# ---- pl_gen_burst ----
Figure 1. Cell placement (pl_gen_burst).
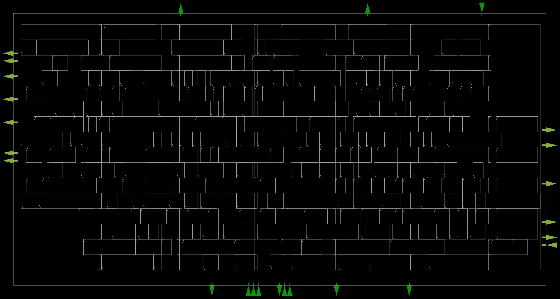

$ cat config.mk
export PLATFORM = sky130hd
export DESIGN_NAME = pl_gen_burst
export DESIGN_NICKNAME = d
export VERILOG_FILES = /design/src/rtl/pl_gen_burst.sv
export SDC_FILE = /design/constraint.sdc
export NUM_CORES = 1
export LEC_CHECK = 0
export CAP_MARGIN = 20
export CORE_ASPECT_RATIO = 0.5
export CORE_UTILIZATION = 50
export DETAILED_ROUTE_END_ITERATION = 8
export GPL_ROUTABILITY_DRIVEN = 0
export PLACE_DENSITY = 0.73
export SLEW_MARGIN = 20
export SYNTH_ARGS = -nofsm -noshare
export SYNTH_HDL_FRONTEND = slang
export SYNTH_SLANG_ARGS = --single-unit
$ cat constraint.sdc
create_clock -name clk -period 2.1 [get_ports clk]
set_clock_uncertainty 0.05 [all_clocks]
set_input_delay 0.42 -clock clk [delete_from_list [all_inputs] [get_ports clk]]
set_output_delay 0.42 -clock clk [all_outputs]
set_load 0.1 [all_outputs]
$ cat src/rtl/pl_gen_burst.sv
// ---------------------------------------------------------------------------
// pl_gen_burst
//
// Periodic burst payload generator feeding a channel coder.
//
// A free-running period timer counts enabled ticks. At every period start
// (timer at zero on an enabled edge) an idle generator with gen_en set opens a
// burst of BURST words. The words are offered one at a time through pl_rdy/q.
// The coder accepts a word on any enabled edge where cd_busy is low.
//
// Word values follow a pattern chosen at burst start:
//   inc, dec, Galois LFSR, or constant.
// The pattern state lives in q itself, so the sequence carries on across
// bursts and across pattern changes. Only reset reloads q.
//
// A period start that arrives while a burst is still being offered is not
// queued. That burst is dropped, and ovr_cnt records the loss (saturating).
//
// Parameters
//   DW          payload word width (>= 2)
//   GEN_PERIOD  timer terminal count; one period = GEN_PERIOD+1 enabled ticks
//   BURST       words per burst (1..255)
//   SEED        reset value of q; LFSR escape value when q is all-zero
//   LFSR_TAPS   Galois LFSR tap mask
//
// Ports
//   clk      in   system clock
//   n_rst    in   asynchronous active-low reset
//   clk_en   in   tick enable; nothing changes state while low
//   gen_en   in   permits new bursts (a running burst always completes)
//   mode     in   pattern select: 0 inc, 1 dec, 2 LFSR, 3 constant
//   cd_busy  in   coder busy; blocks the transfer
//   pl_rdy   out  q holds an offered word
//   q        out  payload word
//   pl_last  out  offered word is the last of its burst
//   ovr_cnt  out  saturating count of missed period starts
// ---------------------------------------------------------------------------
module pl_gen_burst #(
  parameter int            DW         = 8,
  parameter int            GEN_PERIOD = 31,
  parameter int            BURST      = 1,
  parameter logic [DW-1:0] SEED       = DW'(8'h55),
  parameter logic [DW-1:0] LFSR_TAPS  = DW'(8'hB8)
) (
  input  logic          clk,
  input  logic          n_rst,
  input  logic          clk_en,
  input  logic          gen_en,
  input  logic [1:0]    mode,
  input  logic          cd_busy,
  output logic          pl_rdy,
  output logic [DW-1:0] q,
  output logic          pl_last,
  output logic [7:0]    ovr_cnt
);

  localparam int            TW       = $clog2(GEN_PERIOD + 1);
  localparam logic [TW-1:0] TICK_MAX = TW'(GEN_PERIOD);
  localparam logic [7:0]    BURST_W  = 8'(BURST);

  typedef enum logic {
    IDLE  = 1'b0,
    OFFER = 1'b1
  } state_t;

  state_t        state;
  state_t        state_nxt;
  logic [TW-1:0] ticks;
  logic [7:0]    words_left;
  logic [7:0]    words_left_nxt;
  logic [1:0]    mode_r;
  logic [1:0]    mode_r_nxt;
  logic [DW-1:0] q_nxt;
  logic          pl_last_nxt;
  logic [7:0]    ovr_cnt_nxt;
  logic          period_start;
  logic          xfer;

  // Next pattern word, modulo 2^DW.
  // An all-zero LFSR state would lock up, so it escapes back to SEED.
  function automatic logic [DW-1:0] next_pattern(input logic [1:0]    m,
                                                 input logic [DW-1:0] cur);
    logic [DW-1:0] r;
    r = cur;
    case (m)
      2'd0:    r = cur + DW'(1);
      2'd1:    r = cur - DW'(1);
      2'd2:    r = (cur == '0) ? SEED
                               : ((cur >> 1) ^ (cur[0] ? LFSR_TAPS : '0));
      default: r = cur;
    endcase
    return r;
  endfunction

  // Overrun counter increment that sticks at all-ones.
  function automatic logic [7:0] sat_inc(input logic [7:0] v);
    return (v == 8'hFF) ? v : v + 8'd1;
  endfunction

  // Every state change below is qualified by clk_en:
  //   - period_start and xfer both include it;
  //   - the timer only advances under it.
  assign period_start = clk_en && (ticks == '0);
  assign xfer         = clk_en && (state == OFFER) && !cd_busy;

  // The state register is the offer flag itself.
  assign pl_rdy = (state == OFFER);

  // Period timer: runs regardless of FSM state and gen_en.
  always_ff @(posedge clk or negedge n_rst) begin
    if (!n_rst) begin
      ticks <= '0;
    end else if (clk_en) begin
      ticks <= (ticks == TICK_MAX) ? '0 : ticks + TW'(1);
    end
  end

  // State and datapath registers.
  always_ff @(posedge clk or negedge n_rst) begin
    if (!n_rst) begin
      state      <= IDLE;
      words_left <= 8'd0;
      mode_r     <= 2'd0;
      q          <= SEED;
      pl_last    <= 1'b0;
      ovr_cnt    <= 8'd0;
    end else begin
      state      <= state_nxt;
      words_left <= words_left_nxt;
      mode_r     <= mode_r_nxt;
      q          <= q_nxt;
      pl_last    <= pl_last_nxt;
      ovr_cnt    <= ovr_cnt_nxt;
    end
  end

  // Next-state and datapath update.
  // pl_last is computed one step ahead, so that it is registered alongside q.
  always_comb begin
    state_nxt      = state;
    words_left_nxt = words_left;
    mode_r_nxt     = mode_r;
    q_nxt          = q;
    pl_last_nxt    = pl_last;
    ovr_cnt_nxt    = ovr_cnt;

    case (state)
      IDLE: begin
        if (period_start && gen_en) begin
          state_nxt      = OFFER;
          mode_r_nxt     = mode;
          words_left_nxt = BURST_W;
          pl_last_nxt    = (BURST_W == 8'd1);
        end
      end

      OFFER: begin
        // A new period while still offering loses that period's burst.
        // This holds even when the current burst finishes on this edge:
        // the FSM still drops to IDLE and does not restart.
        if (period_start) begin
          ovr_cnt_nxt = sat_inc(ovr_cnt);
        end
        if (xfer) begin
          q_nxt          = next_pattern(mode_r, q);
          words_left_nxt = words_left - 8'd1;
          pl_last_nxt    = (words_left == 8'd2);
          if (words_left == 8'd1) begin
            state_nxt   = IDLE;
            pl_last_nxt = 1'b0;
          end
        end
      end

      default: state_nxt = IDLE;
    endcase
  end

endmodule

# ---- dac_ctrl ----
## src/rtl/dac_ctrl_pkg.sv

```systemverilog
// Shared types and helpers for the DAC output path.
package dac_ctrl_pkg;

    typedef enum logic [1:0] {
        ST_IDLE  = 2'd0,
        ST_PRIME = 2'd1,
        ST_RUN   = 2'd2
    } dac_state_t;

    // Index width that stays at least one bit wide for degenerate sizes.
    function automatic int width_of(input int n);
        return (n > 1) ? $clog2(n) : 1;
    endfunction

endpackage

```

## src/rtl/dac_fifo.sv

```systemverilog
// Small synchronous FIFO of DAC codes, first-word-fall-through read, with flush.
module dac_fifo
    import dac_ctrl_pkg::*;
#(
    parameter int W     = 8,
    parameter int DEPTH = 4
) (
    input  logic                       clk,
    input  logic                       rst_n,
    input  logic                       flush,
    input  logic                       wr_en,
    input  logic [W-1:0]               wr_data,
    input  logic                       rd_en,
    output logic [W-1:0]               rd_data,
    output logic                       full,
    output logic                       empty,
    output logic [$clog2(DEPTH):0]     level
);

    localparam int AW = width_of(DEPTH);
    localparam int LW = $clog2(DEPTH) + 1;

    logic [W-1:0]  mem [DEPTH];
    logic [AW-1:0] wr_ptr;
    logic [AW-1:0] rd_ptr;
    logic          do_wr;
    logic          do_rd;

    assign full    = (level == LW'(DEPTH));
    assign empty   = (level == '0);
    assign do_wr   = wr_en & ~full;
    assign do_rd   = rd_en & ~empty;
    assign rd_data = mem[rd_ptr];

    always_ff @(posedge clk or negedge rst_n) begin
        if (!rst_n) begin
            wr_ptr <= '0;
            rd_ptr <= '0;
            level  <= '0;
        end else if (flush) begin
            wr_ptr <= '0;
            rd_ptr <= '0;
            level  <= '0;
        end else begin
            if (do_wr) wr_ptr <= wr_ptr + 1'b1;
            if (do_rd) rd_ptr <= rd_ptr + 1'b1;
            case ({do_wr, do_rd})
                2'b10:   level <= level + 1'b1;
                2'b01:   level <= level - 1'b1;
                default: level <= level;
            endcase
        end
    end

    // Storage carries no reset; the pointers alone define what is valid.
    always_ff @(posedge clk) begin
        if (do_wr && !flush) mem[wr_ptr] <= wr_data;
    end

endmodule

```

## src/rtl/dac_ctrl.sv

```systemverilog
// Buffers signed filter results, converts them to offset-binary DAC codes and
// paces them out to a parallel DAC at a programmable update rate.
module dac_ctrl
    import dac_ctrl_pkg::*;
#(
    parameter int IN_W  = 16,
    parameter int DAC_W = 8,
    parameter int SHIFT = 8,
    parameter int DIV   = 4,
    parameter int DEPTH = 4,
    parameter int PRIME = 2
) (
    input  logic                    clk,
    input  logic                    rst_n,
    input  logic                    enable,
    input  logic signed [IN_W-1:0]  in_data,
    input  logic                    in_valid,
    output logic                    in_ready,
    output logic [DAC_W-1:0]        dac_data,
    output logic                    clk_dac,
    output logic                    underrun
);

    localparam int CW = width_of(DIV);
    localparam int LW = $clog2(DEPTH) + 1;
    localparam logic [DAC_W-1:0] MID_SCALE = {1'b1, {(DAC_W-1){1'b0}}};

    dac_state_t        state;
    dac_state_t        state_nxt;
    logic              enable_q;
    logic [CW-1:0]     cnt;
    logic              tick;
    logic              pop;
    logic              push;
    logic [DAC_W-1:0]  code;
    logic [DAC_W-1:0]  rd_data;
    logic              full;
    logic              empty;
    logic [LW-1:0]     level;

    // Shift, clamp to the signed DAC range, then flip the MSB for offset binary.
    function automatic logic [DAC_W-1:0] to_code(input logic signed [IN_W-1:0] x);
        logic signed [IN_W-1:0] s;
        logic signed [IN_W-1:0] hi;
        logic signed [IN_W-1:0] lo;
        hi = {{(IN_W-DAC_W+1){1'b0}}, {(DAC_W-1){1'b1}}};
        lo = {{(IN_W-DAC_W+1){1'b1}}, {(DAC_W-1){1'b0}}};
        s  = x >>> SHIFT;
        if (s > hi)      s = hi;
        else if (s < lo) s = lo;
        return {~s[DAC_W-1], s[DAC_W-2:0]};
    endfunction

    assign in_ready = enable_q & ~full;
    assign push     = in_valid & in_ready;
    assign code     = to_code(in_data);
    assign clk_dac  = ~clk;

    dac_fifo #(
        .W     (DAC_W),
        .DEPTH (DEPTH)
    ) u_fifo (
        .clk     (clk),
        .rst_n   (rst_n),
        .flush   (~enable_q),
        .wr_en   (push),
        .wr_data (code),
        .rd_en   (pop),
        .rd_data (rd_data),
        .full    (full),
        .empty   (empty),
        .level   (level)
    );

    always_ff @(posedge clk or negedge rst_n) begin
        if (!rst_n) begin
            state    <= ST_IDLE;
            enable_q <= 1'b0;
        end else begin
            state    <= state_nxt;
            enable_q <= enable;
        end
    end

    always_comb begin
        state_nxt = state;
        tick      = (state == ST_RUN) && (cnt == CW'(DIV - 1));
        pop       = tick & ~empty;
        case (state)
            ST_IDLE:  if (enable_q) state_nxt = ST_PRIME;
            ST_PRIME: if (level >= LW'(PRIME)) state_nxt = ST_RUN;
            ST_RUN:   state_nxt = ST_RUN;
            default:  state_nxt = ST_IDLE;
        endcase
        if (!enable_q) state_nxt = ST_IDLE;
    end

    always_ff @(posedge clk or negedge rst_n) begin
        if (!rst_n) begin
            cnt      <= '0;
            dac_data <= MID_SCALE;
            underrun <= 1'b0;
        end else begin
            if (state == ST_RUN) cnt <= tick ? '0 : cnt + 1'b1;
            else                 cnt <= '0;

            if (!enable_q || state == ST_IDLE) dac_data <= MID_SCALE;
            else if (pop)                      dac_data <= rd_data;

            // Sticky until the next start from IDLE.
            if (state == ST_IDLE && enable_q) underrun <= 1'b0;
            else if (tick && empty)           underrun <= 1'b1;
        end
    end

endmodule

```

## config.mk

```make
export PLATFORM = sky130hd
export DESIGN_NAME = dac_ctrl
export DESIGN_NICKNAME = d
export VERILOG_FILES = /design/src/rtl/dac_ctrl_pkg.sv /design/src/rtl/dac_fifo.sv /design/src/rtl/dac_ctrl.sv
export SDC_FILE = /design/constraint.sdc
export NUM_CORES = 1
export LEC_CHECK = 0
export CAP_MARGIN = 20
export CORE_ASPECT_RATIO = 0.9
export CORE_MARGIN = 1
export CORE_UTILIZATION = 30
export DETAILED_ROUTE_END_ITERATION = 8
export GPL_TIMING_DRIVEN = 0
export PLACE_DENSITY_LB_ADDON = 0.3
export SLEW_MARGIN = 20
export SYNTH_ARGS = -nofsm -noshare
export SYNTH_HDL_FRONTEND = slang
export SYNTH_HIERARCHICAL = 1
export SYNTH_SLANG_ARGS = --single-unit
```

## constraint.sdc

```tcl
create_clock -name clk -period 5.5 [get_ports clk]
set_clock_uncertainty 0.05 [all_clocks]
set_input_delay 0.825 -clock clk [delete_from_list [all_inputs] [get_ports clk]]
set_output_delay 0.825 -clock clk [all_outputs]
set_load 0.02 [all_outputs]
```

# ---- bcd_updown_counter_n ----
===== src/rtl/bcd_updown_counter_n.sv =====
// bcd_updown_counter_n: DIGITS-decade BCD up/down counter wrapping between 0 and BOUND.
// It has a validated synchronous load and a combinational terminal-count carry/borrow.
// Build option BCD_CNT_SATURATE_EN makes the counter hold at the terminal value instead of wrapping.
module bcd_updown_counter_n #(
    parameter int unsigned             DIGITS = 4,
    parameter logic [4*DIGITS-1:0]     BOUND  = {DIGITS{4'h9}}
) (
    input  logic                  clk,
    input  logic                  reset,
    input  logic                  ena,
    input  logic                  updown,
    input  logic                  load,
    input  logic [4*DIGITS-1:0]   load_val,
    output logic [4*DIGITS-1:0]   cnt,
    output logic                  carry,
    output logic                  load_err
);
    localparam int unsigned W = 4 * DIGITS;

    logic [W-1:0]      cnt_q, cnt_d;
    logic [W-1:0]      inc_val, dec_val;
    logic [DIGITS:0]   nines_below, zeros_below;
    logic [DIGITS-1:0] nib_ok;
    logic              load_ok, at_max, at_zero, terminal;

    assign nines_below[0] = 1'b1;
    assign zeros_below[0] = 1'b1;

    // Per-decade ripple: a digit moves only when every lower digit sits at its rollover value.
    for (genvar i = 0; i < DIGITS; i++) begin : g_dig
        logic [3:0] d;
        assign d = cnt_q[4*i +: 4];
        assign nines_below[i+1] = nines_below[i] & (d == 4'd9);
        assign zeros_below[i+1] = zeros_below[i] & (d == 4'd0);
        assign inc_val[4*i +: 4] = !nines_below[i] ? d : ((d == 4'd9) ? 4'd0 : d + 4'd1);
        assign dec_val[4*i +: 4] = !zeros_below[i] ? d : ((d == 4'd0) ? 4'd9 : d - 4'd1);
        assign nib_ok[i] = (load_val[4*i +: 4] <= 4'd9);
    end

    // With every nibble a legal BCD digit, a plain unsigned compare orders values MSD first.
    assign load_ok  = (&nib_ok) && (load_val <= BOUND);
    assign at_max   = (cnt_q == BOUND);
    assign at_zero  = (cnt_q == '0);
    assign terminal = updown ? at_zero : at_max;

    assign load_err = load && !load_ok;
    assign carry    = ena && !load && terminal;
    assign cnt      = cnt_q;

    // Next count: load beats stepping; terminal steps wrap (or hold when saturating).
    always_comb begin
        cnt_d = cnt_q;
        if (load) begin
            if (load_ok) cnt_d = load_val;
        end else if (ena) begin
            if (terminal) begin
`ifdef BCD_CNT_SATURATE_EN
                cnt_d = cnt_q;
`else
                cnt_d = updown ? BOUND : '0;
`endif
            end else begin
                cnt_d = updown ? dec_val : inc_val;
            end
        end
    end

    // Count register, cleared asynchronously.
    always_ff @(posedge clk or posedge reset) begin
        if (reset) cnt_q <= '0;
        else       cnt_q <= cnt_d;
    end
endmodule


===== config.mk =====
export PLATFORM = sky130hd
export DESIGN_NAME = bcd_updown_counter_n
export DESIGN_NICKNAME = d
export VERILOG_FILES = /design/src/rtl/bcd_updown_counter_n.sv
export SDC_FILE = /design/constraint.sdc
export NUM_CORES = 1
export LEC_CHECK = 0
export ABC_AREA = 1
export CAP_MARGIN = 20
export CELL_PAD_IN_SITES_DETAIL_PLACEMENT = 1
export CELL_PAD_IN_SITES_GLOBAL_PLACEMENT = 1
export CORE_ASPECT_RATIO = 0.8
export CORE_MARGIN = 2
export CORE_UTILIZATION = 35
export CTS_CLUSTER_DIAMETER = 150
export DETAILED_ROUTE_END_ITERATION = 6
export HOLD_SLACK_MARGIN = 0.06
export PLACE_DENSITY = 0.87
export SYNTH_ARGS = -nofsm -noshare
export SYNTH_HDL_FRONTEND = slang
export SYNTH_SLANG_ARGS = --single-unit

===== constraint.sdc =====
create_clock -name clk -period 3.7 [get_ports clk]
set_input_delay 0.555 -clock clk [delete_from_list [all_inputs] [get_ports clk]]
set_output_delay 0.555 -clock clk [all_outputs]
set_load 0.005 [all_outputs]


## Gallery

Cells coloured by class.
Scale bar: 20 µm. Fill, decap, tap and diode cells in grey.
(a)
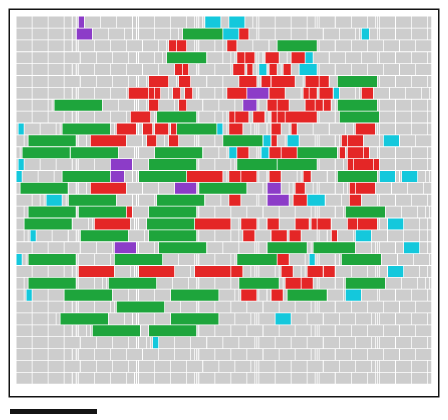
(b)
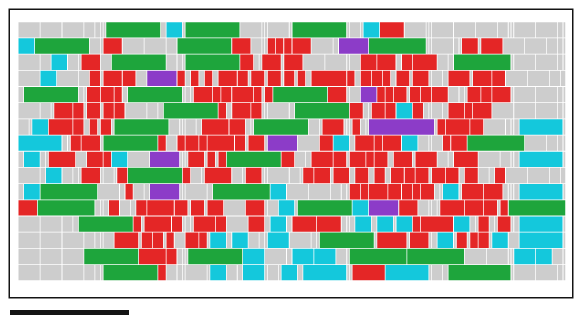
(c)
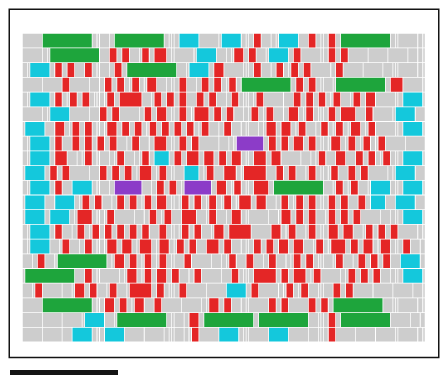
The one with the largest die is (a).
(c) -> bcd_updown_counter_n
(b) -> pl_gen_burst
(a) -> dac_ctrl

Figure 2. Cell placement (bcd_updown_counter_n).
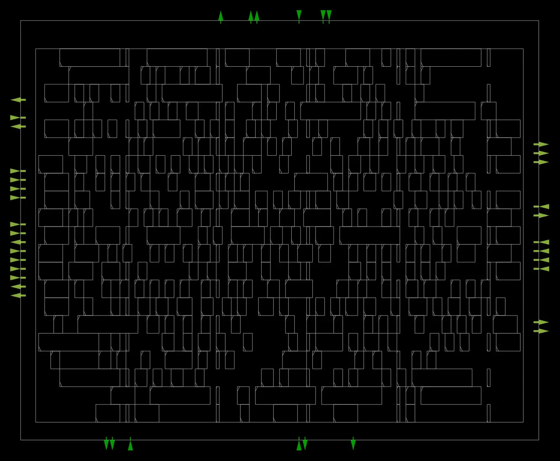
# fillers: 635
Flops: 16
Final Util: 0.486

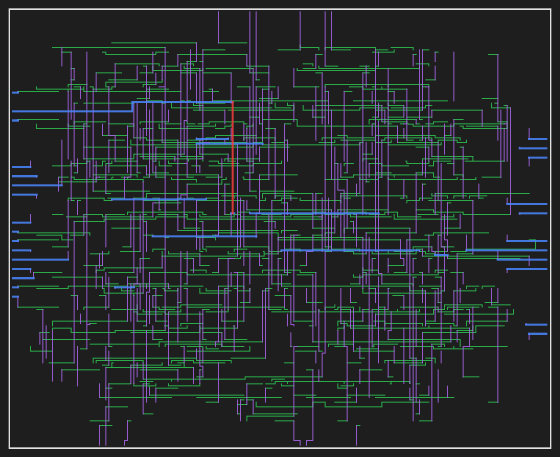
Figure 3: bcd_updown_counter_n, wiring by layer.
- purple: metal 2 (wire length 2050 µm)
- red: metal 4 (wire length 16.3 µm)
- blue: metal 3 (wire length 215 µm)
- green: metal 1 (wire length 2560 µm)

==> impl_metrics.env, bcd_updown_counter_n <==
# implementation run metrics
export IMPL_tapCellCount=57
export IMPL_grt_remaining_overflow=0
export IMPL_nClkBuffers=3
export IMPL_status="finished clean"
export IMPL_maxPowerGroup="combinational logic"
export IMPL_fin_nets=352
export IMPL_final_common_cell="nand2_1"
export IMPL_rr_startpoint="cnt[6]$_DFFE_PP0P_"
export IMPL_logic_area_um2=1030
export IMPL_coreArea_um2=4260
export IMPL_min_to="cnt[14]$_DFFE_PP0P_"
export IMPL_timing_final_crit_share=0.738
export IMPL_yosys_area_um2=1580
export IMPL_layoutNonFillerInstCount=386
export IMPL_ys_ff=16
export IMPL_numCtsBuffers=3
export IMPL_critPathMaxFanout=13
export IMPL_met2_wirelength_um=2050
export IMPL_grt_util_met1=0.308
export IMPL_num_multi_input_gates=237
export IMPL_synth_top_area_share=0.344
export IMPL_dp_cells=383
export IMPL_cts_tree="built"
export IMPL_io_pins=39
export IMPL_final_antenna_net_count=0
export IMPL_ctsResizeCount=0
export IMPL_die_h_um=64.1
export IMPL_path_class="input port to output pin"
export IMPL_cts_clk_slew_worst_paths_ns=0.07
export IMPL_place_ws_ns=0.960
export IMPL_critPathLaunch="updown"
export IMPL_hold_ws_ns=0.607
export IMPL_dieWidth_um=79.2
export IMPL_p_int_mw=0.523
export IMPL_clock_area_frac=0.0200
export IMPL_warning_count=26
export IMPL_switching_power_mw=0.433
export IMPL_design_area_um2=2070
export IMPL_grt_pass1_vias=1862
bcd_updown_counter_n: logic make-up after synthesis:
logic type | after synthesis | synth area share
AND-OR/OR-AND | 22 | 0.0759
AND/OR/NAND/NOR | 215 | 0.575
flip-flops | 16 | 0.253
buffers and inverters | 38 | 0.0956
bcd_updown_counter_n: critical path: stages:
cell and delay, ns:
clkdlybuf4s50_1 0.50, inv_2 0.12, nor3_1 0.19, nand3_1 0.10, a21oi_1 0.18, clkdlybuf4s50_1 0.52
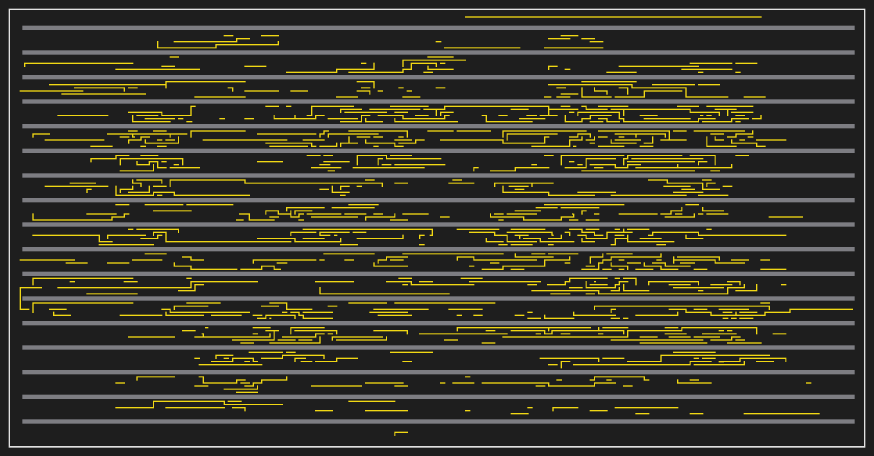
Figure 4: pl_gen_burst, M1 wires.
Supply wires on this layer in grey.
- share of all routed wire: 47%
- longest straight run: 32.7 µm
- wire length on this layer: 2230 µm
- main direction: horizontal

About Figure 1:
core area: 4000 µm²
final cell count without fillers: 319

==> impl_metrics.env, pl_gen_burst <==
# implementation run metrics
export IMPL_setup_slack_ns=0.00720
export IMPL_status="finished clean"
export IMPL_synth_edff_count=0
export IMPL_maxPowerGroup="combinational logic"
export IMPL_io_buffers=24
export IMPL_non_clock_buffer_count=43
export IMPL_crit_required_ns=2.27
export IMPL_powerClk_mw=0.646
export IMPL_warning_count=31
export IMPL_logic_area_um2=1190
export IMPL_critPathLaunch="mode_r[1]$_DFFE_PN0P_"
export IMPL_hold_viol=0
export IMPL_min_to="ovr_cnt[7]$_DFFE_PN0P_"
export IMPL_place_ws_ns=-0.0848
export IMPL_endpoint="q[4]$_DFFE_PN1P_"
export IMPL_antenna_found_initial=0
export IMPL_die_area_um2=4550
export IMPL_post_route_min_period_ns=2.09
export IMPL_async_flop_share=1.00
export IMPL_worstMarginPinSlew_ns=0.422
export IMPL_end_kind="flip-flop"
export IMPL_row_count=16
export IMPL_fin_nets=279
export IMPL_via_count=1878
export IMPL_track_usage=0.234
export IMPL_sh_seq_area=0.312
export IMPL_seqPwrFrac=0.303
export IMPL_p_comb_frac=0.500
export IMPL_rsz0062_at_grt="true"
pl_gen_burst: worst max-delay path, delay by kind of cell (launching register included):
kind / cells / cell delay (ns)
xor gates and xnor gates: 1 / 0.12
AOI/OAI and AO/OA: 2 / 0.45
DFF: 1 / 0.38
and+or+nand+nor: 3 / 0.84
adders and majority gates: 1 / 0.17
pl_gen_burst: per-layer routing:
metal	global-route usage	vias to the layer above	wire length, µm
met5	0	-	0
met4	0.111	0	34
met2	0.394	74	2260
met1	0.298	892	2230
li1	-	906	-
met3	0.0530	6	267
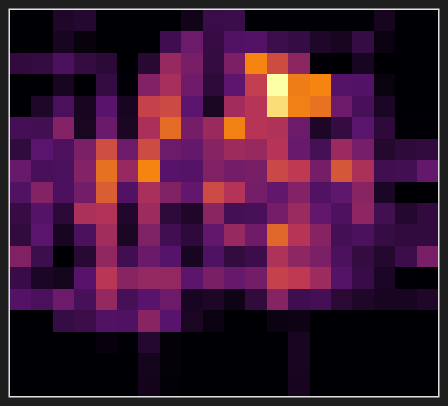
Figure 5: dac_ctrl, wiring heat map.
20 x 18 tiles, from black (low) to pale yellow (high), scaled to the fullest tile. Values are wire area over tile area, all layers added.
- nearly empty tiles: 30%
- mean over tiles: 0.079
- fullest tile: 0.42
- tiles over half the peak: 6.9%

==> impl_metrics.env, dac_ctrl <==
# implementation run metrics
export IMPL_min_to="cnt[0]$_DFF_PN0_"
export IMPL_logic_area_um2=870
export IMPL_powerComb_mw=0.132
export IMPL_cts_tree="built"
export IMPL_violations="design-rule violations"
export IMPL_antennaDiodeCount=0
export IMPL_area_delta_synth_final_pct=14.6
export IMPL_relSlewSlack=0.631
export IMPL_p_clk_frac=0.311
export IMPL_track_usage=0.115
export IMPL_status="finished with violations"
export IMPL_grt_pass1_vias=1445
export IMPL_die_area_um2=8670
export IMPL_tapCellCount=99
export IMPL_place_ws_ns=1.27
export IMPL_ctsResizeCount=0
export IMPL_avgSynthCellArea_um2=13.9
export IMPL_grt_pass1_wl_um=7370
export IMPL_worstMarginPinSlew_ns=0.553
export IMPL_drc_errors=1
export IMPL_setup_tns_ns=0
export IMPL_dp_cells=293
export IMPL_switching_power_mw=0.234
-- dac_ctrl: cells in the mapped netlist (4+ instances only) --
cell / number
edfxtp_1: 32
dfrtp_1: 20
nand3b_1: 16
inv_1: 11
clkbuf_1: 10
mux2i_1: 9
a21oi_1: 8
ha_1: 8
mux4_2: 8
and2_1: 6
buf_2: 5
nand2_1: 5
nor2_1: 4
-- dac_ctrl: sequential cells by signal (all words and copies together), names as in the netlist --
register / count
u_fifo/mem: 32
dac_data: 8
u_fifo/level: 3
cnt: 2
state: 2
u_fifo/rd_ptr: 2
u_fifo/wr_ptr: 2
enable_q: 1
underrun: 1

# ---- rvc_compressor ----
Figure 6. Cell placement (rvc_compressor).
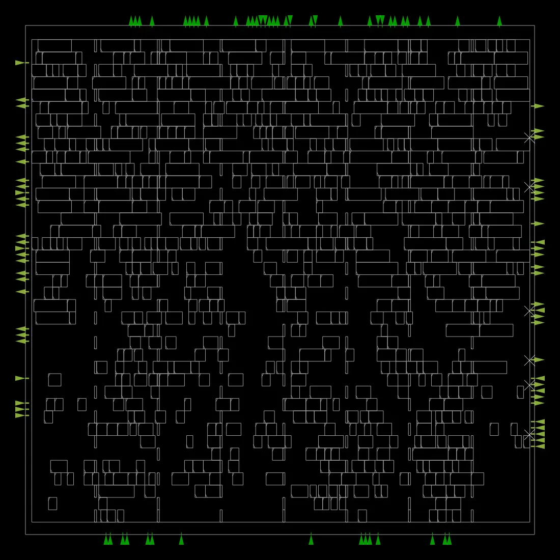

File: src/rtl/rvc_compressor.sv
// Streaming RV32I -> RVC compressor: re-encodes compressible instructions as 16-bit halfwords
// and packs the mixed 16/32-bit stream into little-endian 32-bit words (lower halfword first).
module rvc_compressor #(
    parameter bit          ENABLE_COMPRESS = 1'b1,
    parameter int          COUNT_W         = 16,
    parameter logic [15:0] PAD_HALF        = 16'h0001
) (
    input  logic               clk,
    input  logic               rst,
    input  logic               in_valid,
    output logic               in_ready,
    input  logic [31:0]        in_ins,
    input  logic               in_last,
    output logic               out_valid,
    input  logic               out_ready,
    output logic [31:0]        out_data,
    output logic               err_illegal,
    output logic [COUNT_W-1:0] cnt_in,
    output logic [COUNT_W-1:0] cnt_comp
);
    localparam logic [6:0]  OPC_LOAD   = 7'b0000011;
    localparam logic [6:0]  OPC_OP_IMM = 7'b0010011;
    localparam logic [6:0]  OPC_STORE  = 7'b0100011;
    localparam logic [6:0]  OPC_OP     = 7'b0110011;
    localparam logic [6:0]  OPC_LUI    = 7'b0110111;
    localparam logic [6:0]  OPC_JALR   = 7'b1100111;
    localparam logic [31:0] INS_EBREAK = 32'h00100073;

    typedef enum logic {ST_RUN, ST_FLUSH} state_t;

    state_t               r_state, w_state_next;
    logic                 r_out_valid, w_out_valid_next;
    logic [31:0]          r_out_data, w_out_data_next;
    logic                 r_hold_valid, w_hold_valid_next;
    logic [15:0]          r_hold, w_hold_next;
    logic                 r_err_illegal;
    logic [COUNT_W-1:0]   r_cnt_in, r_cnt_comp;

    logic                 w_in_fire, w_out_fire, w_legal;
    logic                 w_comp_ok;
    logic [15:0]          w_comp_half;

    logic [6:0]           w_opc, w_f7;
    logic [4:0]           w_rd, w_rs1, w_rs2;
    logic [2:0]           w_f3;
    logic [11:0]          w_imm_i, w_imm_s;
    logic                 w_rd_p, w_rs1_p, w_rs2_p;
    logic                 w_imm_i6, w_imm_sp10, w_lui6;

    assign w_opc   = in_ins[6:0];
    assign w_rd    = in_ins[11:7];
    assign w_f3    = in_ins[14:12];
    assign w_rs1   = in_ins[19:15];
    assign w_rs2   = in_ins[24:20];
    assign w_f7    = in_ins[31:25];
    assign w_imm_i = in_ins[31:20];
    assign w_imm_s = {in_ins[31:25], in_ins[11:7]};

    // Compact register fields (x8..x15) and the signed-range tests shared by several encodings.
    assign w_rd_p     = (w_rd[4:3] == 2'b01);
    assign w_rs1_p    = (w_rs1[4:3] == 2'b01);
    assign w_rs2_p    = (w_rs2[4:3] == 2'b01);
    assign w_imm_i6   = (w_imm_i[11:5] == 7'h00) || (w_imm_i[11:5] == 7'h7F);
    assign w_imm_sp10 = (w_imm_i[11:9] == 3'b000) || (w_imm_i[11:9] == 3'b111);
    assign w_lui6     = (in_ins[31:17] == 15'h0000) || (in_ins[31:17] == 15'h7FFF);

    assign w_legal    = (in_ins[1:0] == 2'b11);
    assign in_ready   = (r_state == ST_RUN) && (!r_out_valid || out_ready);
    assign w_in_fire  = in_valid && in_ready;
    assign w_out_fire = r_out_valid && out_ready;

    // NOTE: every output of a combinational block gets a default first so no latch is inferred.
    always_comb begin
        w_comp_ok   = 1'b0;
        w_comp_half = 16'h0000;
        if (ENABLE_COMPRESS && w_legal) begin
            if (in_ins == INS_EBREAK) begin
                w_comp_ok   = 1'b1;
                w_comp_half = 16'h9002;
            end else begin
                case (w_opc)
                    OPC_OP_IMM: begin
                        case (w_f3)
                            3'b000: begin
                                if (w_rs1 == 5'd2 && w_rd_p && w_imm_i[1:0] == 2'b00 &&
                                    w_imm_i[11:10] == 2'b00 && w_imm_i != 12'd0) begin
                                    w_comp_ok   = 1'b1;
                                    w_comp_half = {3'b000, w_imm_i[5:4], w_imm_i[9:6], w_imm_i[2],
                                                   w_imm_i[3], w_rd[2:0], 2'b00};
                                end else if (w_rd == 5'd2 && w_rs1 == 5'd2 && w_imm_i[3:0] == 4'h0 &&
                                             w_imm_i != 12'd0 && w_imm_sp10) begin
                                    w_comp_ok   = 1'b1;
                                    w_comp_half = {3'b011, w_imm_i[9], 5'd2, w_imm_i[4], w_imm_i[6],
                                                   w_imm_i[8:7], w_imm_i[5], 2'b01};
                                end else if (w_rd != 5'd0 && w_rd == w_rs1 && w_imm_i != 12'd0 && w_imm_i6) begin
                                    w_comp_ok   = 1'b1;
                                    w_comp_half = {3'b000, w_imm_i[5], w_rd, w_imm_i[4:0], 2'b01};
                                end else if (w_rd != 5'd0 && w_rs1 == 5'd0 && w_imm_i6) begin
                                    w_comp_ok   = 1'b1;
                                    w_comp_half = {3'b010, w_imm_i[5], w_rd, w_imm_i[4:0], 2'b01};
                                end
                            end
                            3'b001: begin
                                if (w_f7 == 7'd0 && w_rd != 5'd0 && w_rd == w_rs1 && w_rs2 != 5'd0) begin
                                    w_comp_ok   = 1'b1;
                                    w_comp_half = {4'b0000, w_rd, w_rs2, 2'b10};
                                end
                            end
                            3'b101: begin
                                if (w_rd_p && w_rd == w_rs1 && (w_f7 == 7'b0000000 || w_f7 == 7'b0100000)) begin
                                    w_comp_ok   = 1'b1;
                                    w_comp_half = {4'b1000, 1'b0, w_f7[5], w_rd[2:0], w_rs2, 2'b01};
                                end
                            end
                            3'b111: begin
                                if (w_rd_p && w_rd == w_rs1 && w_imm_i6) begin
                                    w_comp_ok   = 1'b1;
                                    w_comp_half = {3'b100, w_imm_i[5], 2'b10, w_rd[2:0], w_imm_i[4:0], 2'b01};
                                end
                            end
                            default: ;
                        endcase
                    end
                    OPC_LUI: begin
                        if (w_rd != 5'd0 && w_rd != 5'd2 && in_ins[31:12] != 20'd0 && w_lui6) begin
                            w_comp_ok   = 1'b1;
                            w_comp_half = {3'b011, in_ins[17], w_rd, in_ins[16:12], 2'b01};
                        end
                    end
                    OPC_LOAD: begin
                        if (w_f3 == 3'b010) begin
                            if (w_rd_p && w_rs1_p && w_imm_i[1:0] == 2'b00 && w_imm_i[11:7] == 5'd0) begin
                                w_comp_ok   = 1'b1;
                                w_comp_half = {3'b010, w_imm_i[5:3], w_rs1[2:0], w_imm_i[2], w_imm_i[6],
                                               w_rd[2:0], 2'b00};
                            end else if (w_rs1 == 5'd2 && w_rd != 5'd0 && w_imm_i[1:0] == 2'b00 &&
                                         w_imm_i[11:8] == 4'd0) begin
                                w_comp_ok   = 1'b1;
                                w_comp_half = {3'b010, w_imm_i[5], w_rd, w_imm_i[4:2], w_imm_i[7:6], 2'b10};
                            end
                        end
                    end
                    OPC_STORE: begin
                        if (w_f3 == 3'b010) begin
                            if (w_rs1_p && w_rs2_p && w_imm_s[1:0] == 2'b00 && w_imm_s[11:7] == 5'd0) begin
                                w_comp_ok   = 1'b1;
                                w_comp_half = {3'b110, w_imm_s[5:3], w_rs1[2:0], w_imm_s[2], w_imm_s[6],
                                               w_rs2[2:0], 2'b00};
                            end else if (w_rs1 == 5'd2 && w_imm_s[1:0] == 2'b00 && w_imm_s[11:8] == 4'd0) begin
                                w_comp_ok   = 1'b1;
                                w_comp_half = {3'b110, w_imm_s[5:2], w_imm_s[7:6], w_rs2, 2'b10};
                            end
                        end
                    end
                    OPC_OP: begin
                        if (w_rd_p && w_rd == w_rs1 && w_rs2_p && w_f3 == 3'b000 && w_f7 == 7'b0100000) begin
                            w_comp_ok   = 1'b1;
                            w_comp_half = {6'b100011, w_rd[2:0], 2'b00, w_rs2[2:0], 2'b01};
                        end else if (w_rd_p && w_rd == w_rs1 && w_rs2_p && w_f7 == 7'd0 &&
                                     (w_f3 == 3'b100 || w_f3 == 3'b110 || w_f3 == 3'b111)) begin
                            w_comp_ok   = 1'b1;
                            w_comp_half = {6'b100011, w_rd[2:0], w_f3[2:1] ^ {1'b0, w_f3[0]} ^ 2'b11,
                                           w_rs2[2:0], 2'b01};
                            if (w_f3 == 3'b100) w_comp_half[6:5] = 2'b01;
                            else if (w_f3 == 3'b110) w_comp_half[6:5] = 2'b10;
                            else w_comp_half[6:5] = 2'b11;
                        end else if (w_f3 == 3'b000 && w_f7 == 7'd0 && w_rd != 5'd0 && w_rs2 != 5'd0) begin
                            if (w_rs1 == 5'd0) begin
                                w_comp_ok   = 1'b1;
                                w_comp_half = {4'b1000, w_rd, w_rs2, 2'b10};
                            end else if (w_rs1 == w_rd) begin
                                w_comp_ok   = 1'b1;
                                w_comp_half = {4'b1001, w_rd, w_rs2, 2'b10};
                            end
                        end
                    end
                    OPC_JALR: begin
                        if (w_f3 == 3'b000 && w_imm_i == 12'd0 && w_rs1 != 5'd0 && w_rd[4:1] == 4'd0) begin
                            w_comp_ok   = 1'b1;
                            w_comp_half = {3'b100, w_rd[0], w_rs1, 5'd0, 2'b10};
                        end
                    end
                    default: ;
                endcase
            end
        end
    end

    // Packing and flush sequencing; the output register is only written when it is free.
    always_comb begin
        w_state_next      = r_state;
        w_out_valid_next  = r_out_valid;
        w_out_data_next   = r_out_data;
        w_hold_valid_next = r_hold_valid;
        w_hold_next       = r_hold;
        if (w_out_fire) w_out_valid_next = 1'b0;
        case (r_state)
            ST_RUN: begin
                if (w_in_fire) begin
                    if (w_comp_ok) begin
                        if (r_hold_valid) begin
                            w_out_data_next   = {w_comp_half, r_hold};
                            w_out_valid_next  = 1'b1;
                            w_hold_valid_next = 1'b0;
                        end else begin
                            w_hold_next       = w_comp_half;
                            w_hold_valid_next = 1'b1;
                        end
                    end else begin
                        w_out_valid_next = 1'b1;
                        if (r_hold_valid) begin
                            w_out_data_next = {in_ins[15:0], r_hold};
                            w_hold_next     = in_ins[31:16];
                        end else begin
                            w_out_data_next = in_ins;
                        end
                    end
                    if (in_last && w_hold_valid_next) w_state_next = ST_FLUSH;
                end
            end
            ST_FLUSH: begin
                if (!r_out_valid || out_ready) begin
                    w_out_data_next   = {PAD_HALF, r_hold};
                    w_out_valid_next  = 1'b1;
                    w_hold_valid_next = 1'b0;
                    w_state_next      = ST_RUN;
                end
            end
            default: w_state_next = ST_RUN;
        endcase
    end

    // NOTE: sequential state uses non-blocking assignments so all registers update together.
    always_ff @(posedge clk) begin
        if (rst) begin
            r_state       <= ST_RUN;
            r_out_valid   <= 1'b0;
            r_out_data    <= 32'd0;
            r_hold_valid  <= 1'b0;
            r_hold        <= 16'd0;
            r_err_illegal <= 1'b0;
            r_cnt_in      <= '0;
            r_cnt_comp    <= '0;
        end else begin
            r_state      <= w_state_next;
            r_out_valid  <= w_out_valid_next;
            r_out_data   <= w_out_data_next;
            r_hold_valid <= w_hold_valid_next;
            r_hold       <= w_hold_next;
            if (w_in_fire) begin
                r_cnt_in <= r_cnt_in + COUNT_W'(1);
                if (w_comp_ok) r_cnt_comp <= r_cnt_comp + COUNT_W'(1);
                if (!w_legal) r_err_illegal <= 1'b1;
            end
        end
    end

    assign out_valid   = r_out_valid;
    assign out_data    = r_out_data;
    assign err_illegal = r_err_illegal;
    assign cnt_in      = r_cnt_in;
    assign cnt_comp    = r_cnt_comp;

endmodule

File: config.mk
export PLATFORM = sky130hd
export DESIGN_NAME = rvc_compressor
export DESIGN_NICKNAME = d
export VERILOG_FILES = /design/src/rtl/rvc_compressor.sv
export SDC_FILE = /design/constraint.sdc
export NUM_CORES = 1
export LEC_CHECK = 0
export ABC_AREA = 0
export CAP_MARGIN = 25
export CORE_MARGIN = 1
export CORE_UTILIZATION = 45
export DETAILED_ROUTE_END_ITERATION = 10
export DONT_BUFFER_PORTS = 1
export GPL_TIMING_DRIVEN = 0
export HOLD_SLACK_MARGIN = 0.02
export SKIP_LAST_GASP = 1
export SYNTH_ARGS = -nofsm -noshare
export SYNTH_HDL_FRONTEND = slang
export SYNTH_SLANG_ARGS = --single-unit
File: constraint.sdc
create_clock -name clk -period 7.2 [get_ports clk]
set_clock_uncertainty 0.05 [all_clocks]
set_input_delay 2.16 -clock clk [delete_from_list [all_inputs] [get_ports clk]]
set_output_delay 2.16 -clock clk [all_outputs]
set_load 0.01 [all_outputs]
# ---- mem_access_master_flat ----
===== src/rtl/mem_access_master_if.sv =====
// Data-memory port bundle between the MEM-stage initiator and the data memory.
// The master issues a held request; the slave answers with m_ack and m_rdata.
interface mem_access_master_if #(
  parameter int MEM_ADDR_W = 18
);
  logic                  m_req;
  logic                  m_we;
  logic [MEM_ADDR_W-1:0] m_addr;
  logic [31:0]           m_wdata;
  logic [31:0]           m_rdata;
  logic                  m_ack;

  modport master (
    output m_req, m_we, m_addr, m_wdata,
    input  m_rdata, m_ack
  );

  modport slave (
    input  m_req, m_we, m_addr, m_wdata,
    output m_rdata, m_ack
  );
endinterface


===== src/rtl/mem_access_master.sv =====
// MEM-stage initiator: screens load/store accesses, runs a req/ack transaction
// toward data memory with a timeout, and holds the pipeline until it completes.
module mem_access_master #(
  parameter int MEM_ADDR_W = 18,
  parameter int BASE_ADDR  = 1024,
  parameter int DEPTH      = 65280,
  parameter int TIMEOUT    = 15
) (
  input  logic        clk,
  input  logic        rst,
  input  logic        mem_r_en,
  input  logic        mem_w_en,
  input  logic [31:0] address,
  input  logic [31:0] st_val,
  output logic        freeze,
  output logic [31:0] rd_data,
  output logic        err,
  mem_access_master_if.master bus
);

  localparam logic [1:0] IDLE = 2'd0;
  localparam logic [1:0] REQ  = 2'd1;
  localparam logic [1:0] DONE = 2'd2;

  localparam int CNT_W = (TIMEOUT > 1) ? $clog2(TIMEOUT) : 1;
  localparam logic [CNT_W-1:0] CNT_LAST = CNT_W'(TIMEOUT - 1);

  // 33-bit bounds so the upper limit never wraps and the compare sees all 32 address bits
  localparam logic [32:0] ADDR_LO = 33'(BASE_ADDR);
  localparam logic [32:0] ADDR_HI = 33'(BASE_ADDR) + 33'(4) * 33'(DEPTH);

  logic [1:0]       state_reg;
  logic [CNT_W-1:0] cnt_reg;
  logic             access;
  logic             fault;

  assign access = mem_r_en | mem_w_en;
  assign fault  = (mem_r_en & mem_w_en)
                | (address[1:0] != 2'b00)
                | ({1'b0, address} < ADDR_LO)
                | ({1'b0, address} >= ADDR_HI);

  assign freeze = access & (state_reg != DONE);

  always_ff @(posedge clk) begin
    if (rst) begin
      state_reg   <= IDLE;
      cnt_reg     <= '0;
      rd_data     <= '0;
      err         <= 1'b0;
      bus.m_req   <= 1'b0;
      bus.m_we    <= 1'b0;
      bus.m_addr  <= '0;
      bus.m_wdata <= '0;
    end else begin
      case (state_reg)
        IDLE: begin
          if (access) begin
            err <= 1'b0;
            if (fault) begin
              err       <= 1'b1;
              rd_data   <= '0;
              state_reg <= DONE;
            end else begin
              bus.m_addr  <= address[MEM_ADDR_W-1:0];
              bus.m_wdata <= st_val;
              bus.m_we    <= mem_w_en;
              bus.m_req   <= 1'b1;
              cnt_reg     <= '0;
              state_reg   <= REQ;
            end
          end
        end
        REQ: begin
          // An ack on the final allowed cycle still completes cleanly
          if (bus.m_ack) begin
            if (!bus.m_we) begin
              rd_data <= bus.m_rdata;
            end
            bus.m_req <= 1'b0;
            state_reg <= DONE;
          end else if (cnt_reg == CNT_LAST) begin
            err       <= 1'b1;
            rd_data   <= '0;
            bus.m_req <= 1'b0;
            state_reg <= DONE;
          end else begin
            cnt_reg <= cnt_reg + 1'b1;
          end
        end
        DONE: begin
          state_reg <= IDLE;
        end
        default: begin
          state_reg <= IDLE;
          bus.m_req <= 1'b0;
        end
      endcase
    end
  end

endmodule


===== src/flat_wrapper.sv =====
// flat-port wrapper written by rule: the top's interface ports become plain ports
module mem_access_master_flat 
#(
  parameter int MEM_ADDR_W = 18,
  parameter int BASE_ADDR  = 1024,
  parameter int DEPTH      = 65280,
  parameter int TIMEOUT    = 15
)
  (clk, rst, mem_r_en, mem_w_en, address, st_val, freeze, rd_data, err, bus_m_req, bus_m_we, bus_m_addr, bus_m_wdata, bus_m_rdata, bus_m_ack);
  mem_access_master_if #(.MEM_ADDR_W(MEM_ADDR_W)) bus_i ();
  input  logic clk;
  input  logic rst;
  input  logic mem_r_en;
  input  logic mem_w_en;
  input  logic [31:0] address;
  input  logic [31:0] st_val;
  output logic freeze;
  output logic [31:0] rd_data;
  output logic err;
  output wire logic [$bits(bus_i.m_req)-1:0] bus_m_req;
  output wire logic [$bits(bus_i.m_we)-1:0] bus_m_we;
  output wire logic [$bits(bus_i.m_addr)-1:0] bus_m_addr;
  output wire logic [$bits(bus_i.m_wdata)-1:0] bus_m_wdata;
  input wire logic [$bits(bus_i.m_rdata)-1:0] bus_m_rdata;
  input wire logic [$bits(bus_i.m_ack)-1:0] bus_m_ack;
  assign bus_m_req = bus_i.m_req;
  assign bus_m_we = bus_i.m_we;
  assign bus_m_addr = bus_i.m_addr;
  assign bus_m_wdata = bus_i.m_wdata;
  assign bus_i.m_rdata = bus_m_rdata;
  assign bus_i.m_ack = bus_m_ack;
  mem_access_master #(.MEM_ADDR_W(MEM_ADDR_W), .BASE_ADDR(BASE_ADDR), .DEPTH(DEPTH), .TIMEOUT(TIMEOUT)) u_core (.clk(clk), .rst(rst), .mem_r_en(mem_r_en), .mem_w_en(mem_w_en), .address(address), .st_val(st_val), .freeze(freeze), .rd_data(rd_data), .err(err), .bus(bus_i));
endmodule

===== config.mk =====
export PLATFORM = sky130hd
export DESIGN_NAME = mem_access_master_flat
export DESIGN_NICKNAME = d
export VERILOG_FILES = /design/src/rtl/mem_access_master_if.sv /design/src/rtl/mem_access_master.sv /design/src/flat_wrapper.sv
export SDC_FILE = /design/constraint.sdc
export NUM_CORES = 1
export LEC_CHECK = 0
export ABC_AREA = 1
export CAP_MARGIN = 20
export CELL_PAD_IN_SITES_DETAIL_PLACEMENT = 0
export CELL_PAD_IN_SITES_GLOBAL_PLACEMENT = 2
export CORE_UTILIZATION = 21
export CTS_CLUSTER_SIZE = 12
export DETAILED_ROUTE_END_ITERATION = 16
export MAX_ROUTING_LAYER = met4
export PLACE_DENSITY = 0.76
export SYNTH_ARGS = -nofsm -noshare
export SYNTH_HDL_FRONTEND = slang
export SYNTH_SLANG_ARGS = --single-unit

===== constraint.sdc =====
create_clock -name clk -period 2.2 [get_ports clk]
set_clock_uncertainty 0.1 [all_clocks]
set_input_delay 0.44 -clock clk [delete_from_list [all_inputs] [get_ports clk]]
set_output_delay 0.44 -clock clk [all_outputs]
set_load 0.1 [all_outputs]

Figure 7. M1 wires (mem_access_master_flat).
Supply wires on this layer in grey.
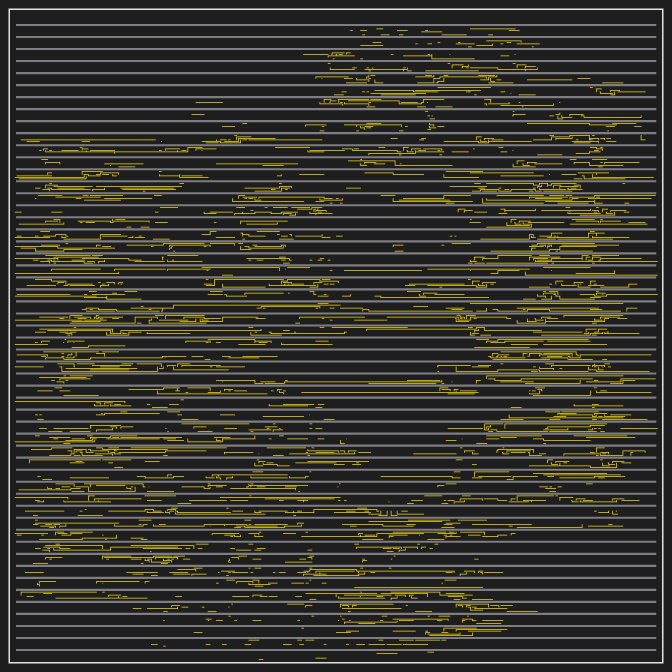
- longest straight run: 40.0 µm
- nets with wire on the layer: 881
- main direction: horizontal
- wire length on this layer: 7210 µm

==> impl_metrics.env, mem_access_master_flat <==
# implementation run metrics
export IMPL_timing_final_crit_share=0.959
export IMPL_gp_congestion=0.711
export IMPL_largestClassByArea="combinational gates"
export IMPL_nClkBuffers=12
export IMPL_antenna_found_initial=0
export IMPL_path_cells="clkdlybuf4s50_1, nor2_1, buf_4, nor2_2, buf_12"
export IMPL_cp_start_kind="input port"
export IMPL_fp_util=0.217
export IMPL_p_per_area_nw_per_um2=692
export IMPL_ys_ff=91
export IMPL_final_common_cell="nand2_1"
export IMPL_sh_seq_area=0.264
export IMPL_ys_top_cells_by_count="nand2_1 (173), nor2_1 (157), inv_1 (123), dfxtp_1 (91), nand4_1 (81)"
export IMPL_row_count=52
export IMPL_whs_path_depth=2
export IMPL_dp_hpwl_um=10600
export IMPL_setup_violations=0
export IMPL_seqCellArea_um2=1820
export IMPL_min_from="u_core.bus.m_addr[0]$_SDFFE_PP0P_"
export IMPL_p_comb_frac=0.292
export IMPL_seqPwrFrac=0.372
export IMPL_track_usage=0.150
export IMPL_io_buffers=186
export IMPL_synth_nets=811
export IMPL_avgSynthCellArea_um2=6.28
export IMPL_status="finished clean"
export IMPL_comb_share=0.287
export IMPL_layoutNonFillerInstCount=1163
export IMPL_clock_area_frac=0.0430
export IMPL_timing_critical_path_buf_inv=3
export IMPL_fmax_ghz=0.474
export IMPL_p_clk_frac=0.336
export IMPL_numCtsBuffers=9
export IMPL_setup_slack_ns=0.0894
export IMPL_endpoint="freeze"
export IMPL_num_multi_input_gates=444
export IMPL_coreArea_um2=20500
export IMPL_post_route_min_period_ns=2.11
export IMPL_end_kind="output pin"
export IMPL_design_area_um2=6890
export IMPL_rsz0062_at_grt="false"
export IMPL_yosys_area_top_type="dfxtp_1"
export IMPL_yosysMostFrequentCell="nand2_1"
export IMPL_lay_top_cells="nand2_1 (173), nor2_1 (155), inv_1 (122), buf_4 (103), clkdlybuf4s50_1 (100)"
export IMPL_cap_violations=0
export IMPL_critPathMaxFanout=3
export IMPL_p_int_mw=3.09
export IMPL_powerComb_mw=1.39
export IMPL_fin_nets=991
export IMPL_non_clock_buffer_count=213
export IMPL_rr_startpoint="u_core.cnt_reg[0]$_SDFFE_PP0P_"
export IMPL_grt_remaining_overflow=0
export IMPL_critPathLaunch="mem_w_en"
export IMPL_flops=91
export IMPL_worstMarginPinSlew_ns=0.391
export IMPL_cts_clk_slew_worst_paths_ns=0.06
export IMPL_ctsResizeCount=0
export IMPL_drc_errors=0
export IMPL_drive_gt1_frac=0.160
export IMPL_async_flop_share=0
mem_access_master_flat: layer usage:
layer,share of wire,track usage,wire [µm]
met4,0.011,0.0407,164
met5,0,-,0
met1,0.47,0.186,7210
met2,0.44,0.228,6690
met3,0.083,0.0531,1270
mem_access_master_flat: cells by family after synthesis:
kind of cell	Yosys count	synth area share
flops	91	0.409
buf+inv	173	0.151
simple gates	432	0.421
compound gates	8	0.00900
xor+xnor	2	0.00394
fa+ha+maj	2	0.00562
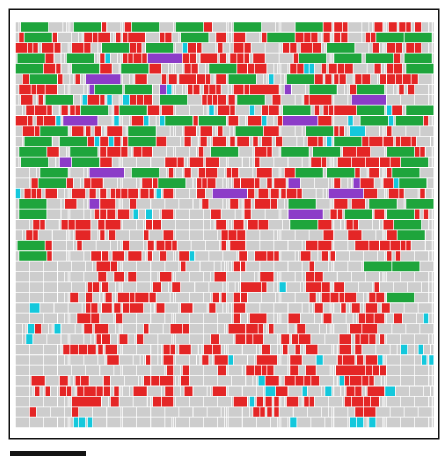
Figure 8: rvc_compressor, cells coloured by class.
Scale bar: 20 µm. Fill, decap, tap and diode cells in grey.
- cyan: other buffers and delay cells (cells 56; share of their area 4.3%)
- green: flops (cells 84; share of their area 29%)
- purple: clock drivers and dummy loads (cells 16; share of their area 4.7%)
- red: combinational and other logic (cells 565; share of their area 62%)

## Picture notes: Figure 6
Seq area share: 0.285
core area: 11600 µm²

==> impl_metrics.env, rvc_compressor <==
# implementation run metrics
export IMPL_ys_top_cells_by_count="dfxtp_1 (84), nor2_1 (82), nand2_1 (55), o21ai_0 (48), a21oi_1 (39)"
export IMPL_setup_violations=0
export IMPL_hold_viol=0
export IMPL_wl_um=22000
export IMPL_via_count=5880
export IMPL_largestClassByArea="combinational gates"
export IMPL_critPathLaunch="in_ins[27]"
export IMPL_vdd_drop_max_uv=132
export IMPL_non_clock_buffer_count=56
export IMPL_cts_tree="built"
export IMPL_hold_path_class="flip-flop to flip-flop"
export IMPL_min_to="r_hold[13]$_SDFFE_PP0P_"
export IMPL_worstMarginPinSlew_ns=1.08
export IMPL_synth_area_um2=5440
export IMPL_clock_area_frac=0.0455
export IMPL_drc_errors=6
export IMPL_synthSimpleGateAreaFrac=0.300
export IMPL_firstDrtPassIters=8
export IMPL_drv_slew=0
export IMPL_logic_area_um2=3490
export IMPL_antennaDiodeCount=0
export IMPL_io_pins=104
export IMPL_yosysMostFrequentCell="dfxtp_1"
export IMPL_path_cells="clkbuf_1, nor3_2, nand2_1, nor4_1, o21ai_1, o2111ai_2, nor3_1, inv_1, ha_1, nor2b_1, nor2_1, nor2_1, nor2_1, clkbuf_1, a32oi_1, o21ai_0"
export IMPL_r2r_end="out_data[23]$_SDFFE_PP0P_"
export IMPL_drt_iter0_drc=736
export IMPL_total_leakage_power_nw=2.07
export IMPL_seqPwrFrac=0.485
export IMPL_critical_path_max_stage_delay_ns=0.83
export IMPL_crit_slowest_cell="nor4_1"
export IMPL_p_comb_frac=0.108
export IMPL_avgSynthCellArea_um2=7.74
export IMPL_violations="design-rule violations"
export IMPL_async_flop_share=0
export IMPL_min_from="r_hold[13]$_SDFFE_PP0P_"
export IMPL_post_route_min_period_ns=6.51
export IMPL_setup_tns_ns=0
export IMPL_endpoint="out_data[23]$_SDFFE_PP0P_"
export IMPL_yosys_area_um2=5440
export IMPL_warning_count=26
export IMPL_topCellsByArea="dfxtp_1 (31%), nor2_1 (5.7%), o21ai_0 (4.4%), mux2i_1 (4.1%), nand2_1 (3.8%)"
export IMPL_flops=84
export IMPL_status="finished with violations"
export IMPL_logic_family="simple AND/OR/NAND/NOR gates"
export IMPL_final_common_cell="dfxtp_1"
export IMPL_rsz0062_at_grt="false"
export IMPL_p_per_area_nw_per_um2=174
export IMPL_ys_flop_type="dfxtp_1"
-- rvc_compressor: worst max-delay path: cells and delay by family --
| family | cells | cell delay [ns] |
|---|---|---|
| AOI/OAI and AO/OA | 4 | 0.76 |
| adders and majority gates | 1 | 0.14 |
| and+or+nand+nor | 8 | 2.73 |
| buffers and inverters | 3 | 0.92 |
-- rvc_compressor: metal layers --
metal / track usage / wire (µm)
met3: 0.0985 / 2620
met5: 0 / 0
met2: 0.520 / 9230
met4: 0.112 / 626
met1: 0.477 / 9530


==> gallery <==
M1 wires.
Supply wires on this layer in grey.
picture 1
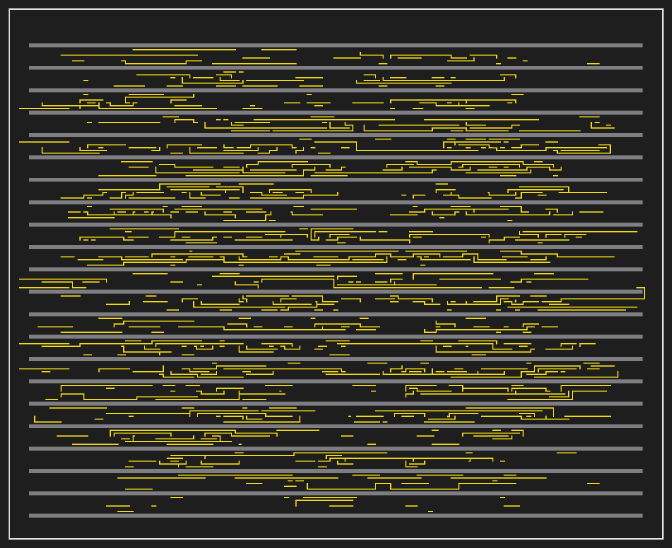
picture 2
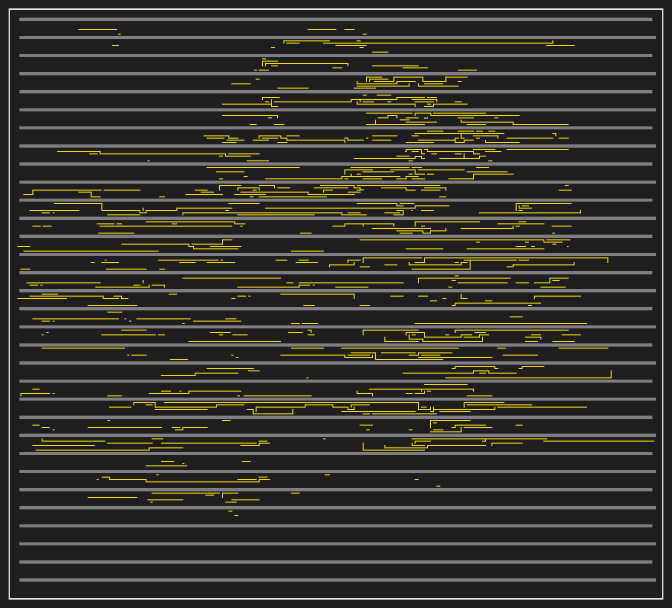
picture 3
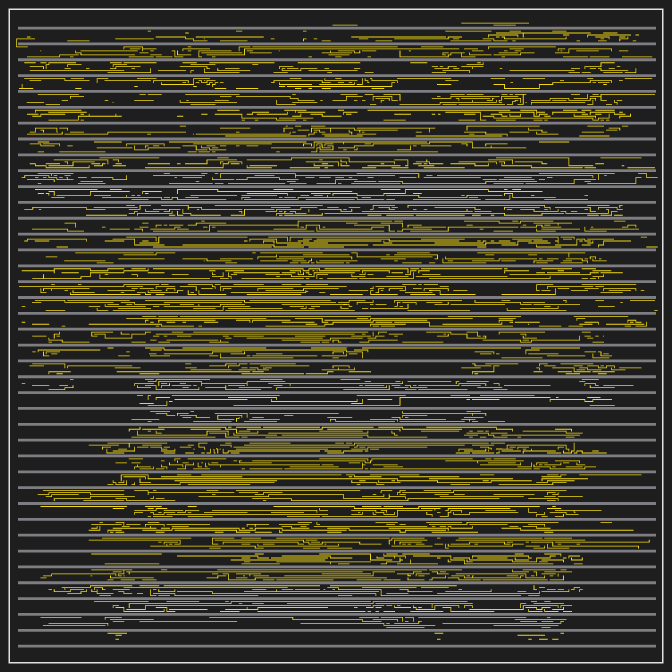
For bcd_updown_counter_n, see picture 1.
For rvc_compressor, see picture 3.
For dac_ctrl, see picture 2.

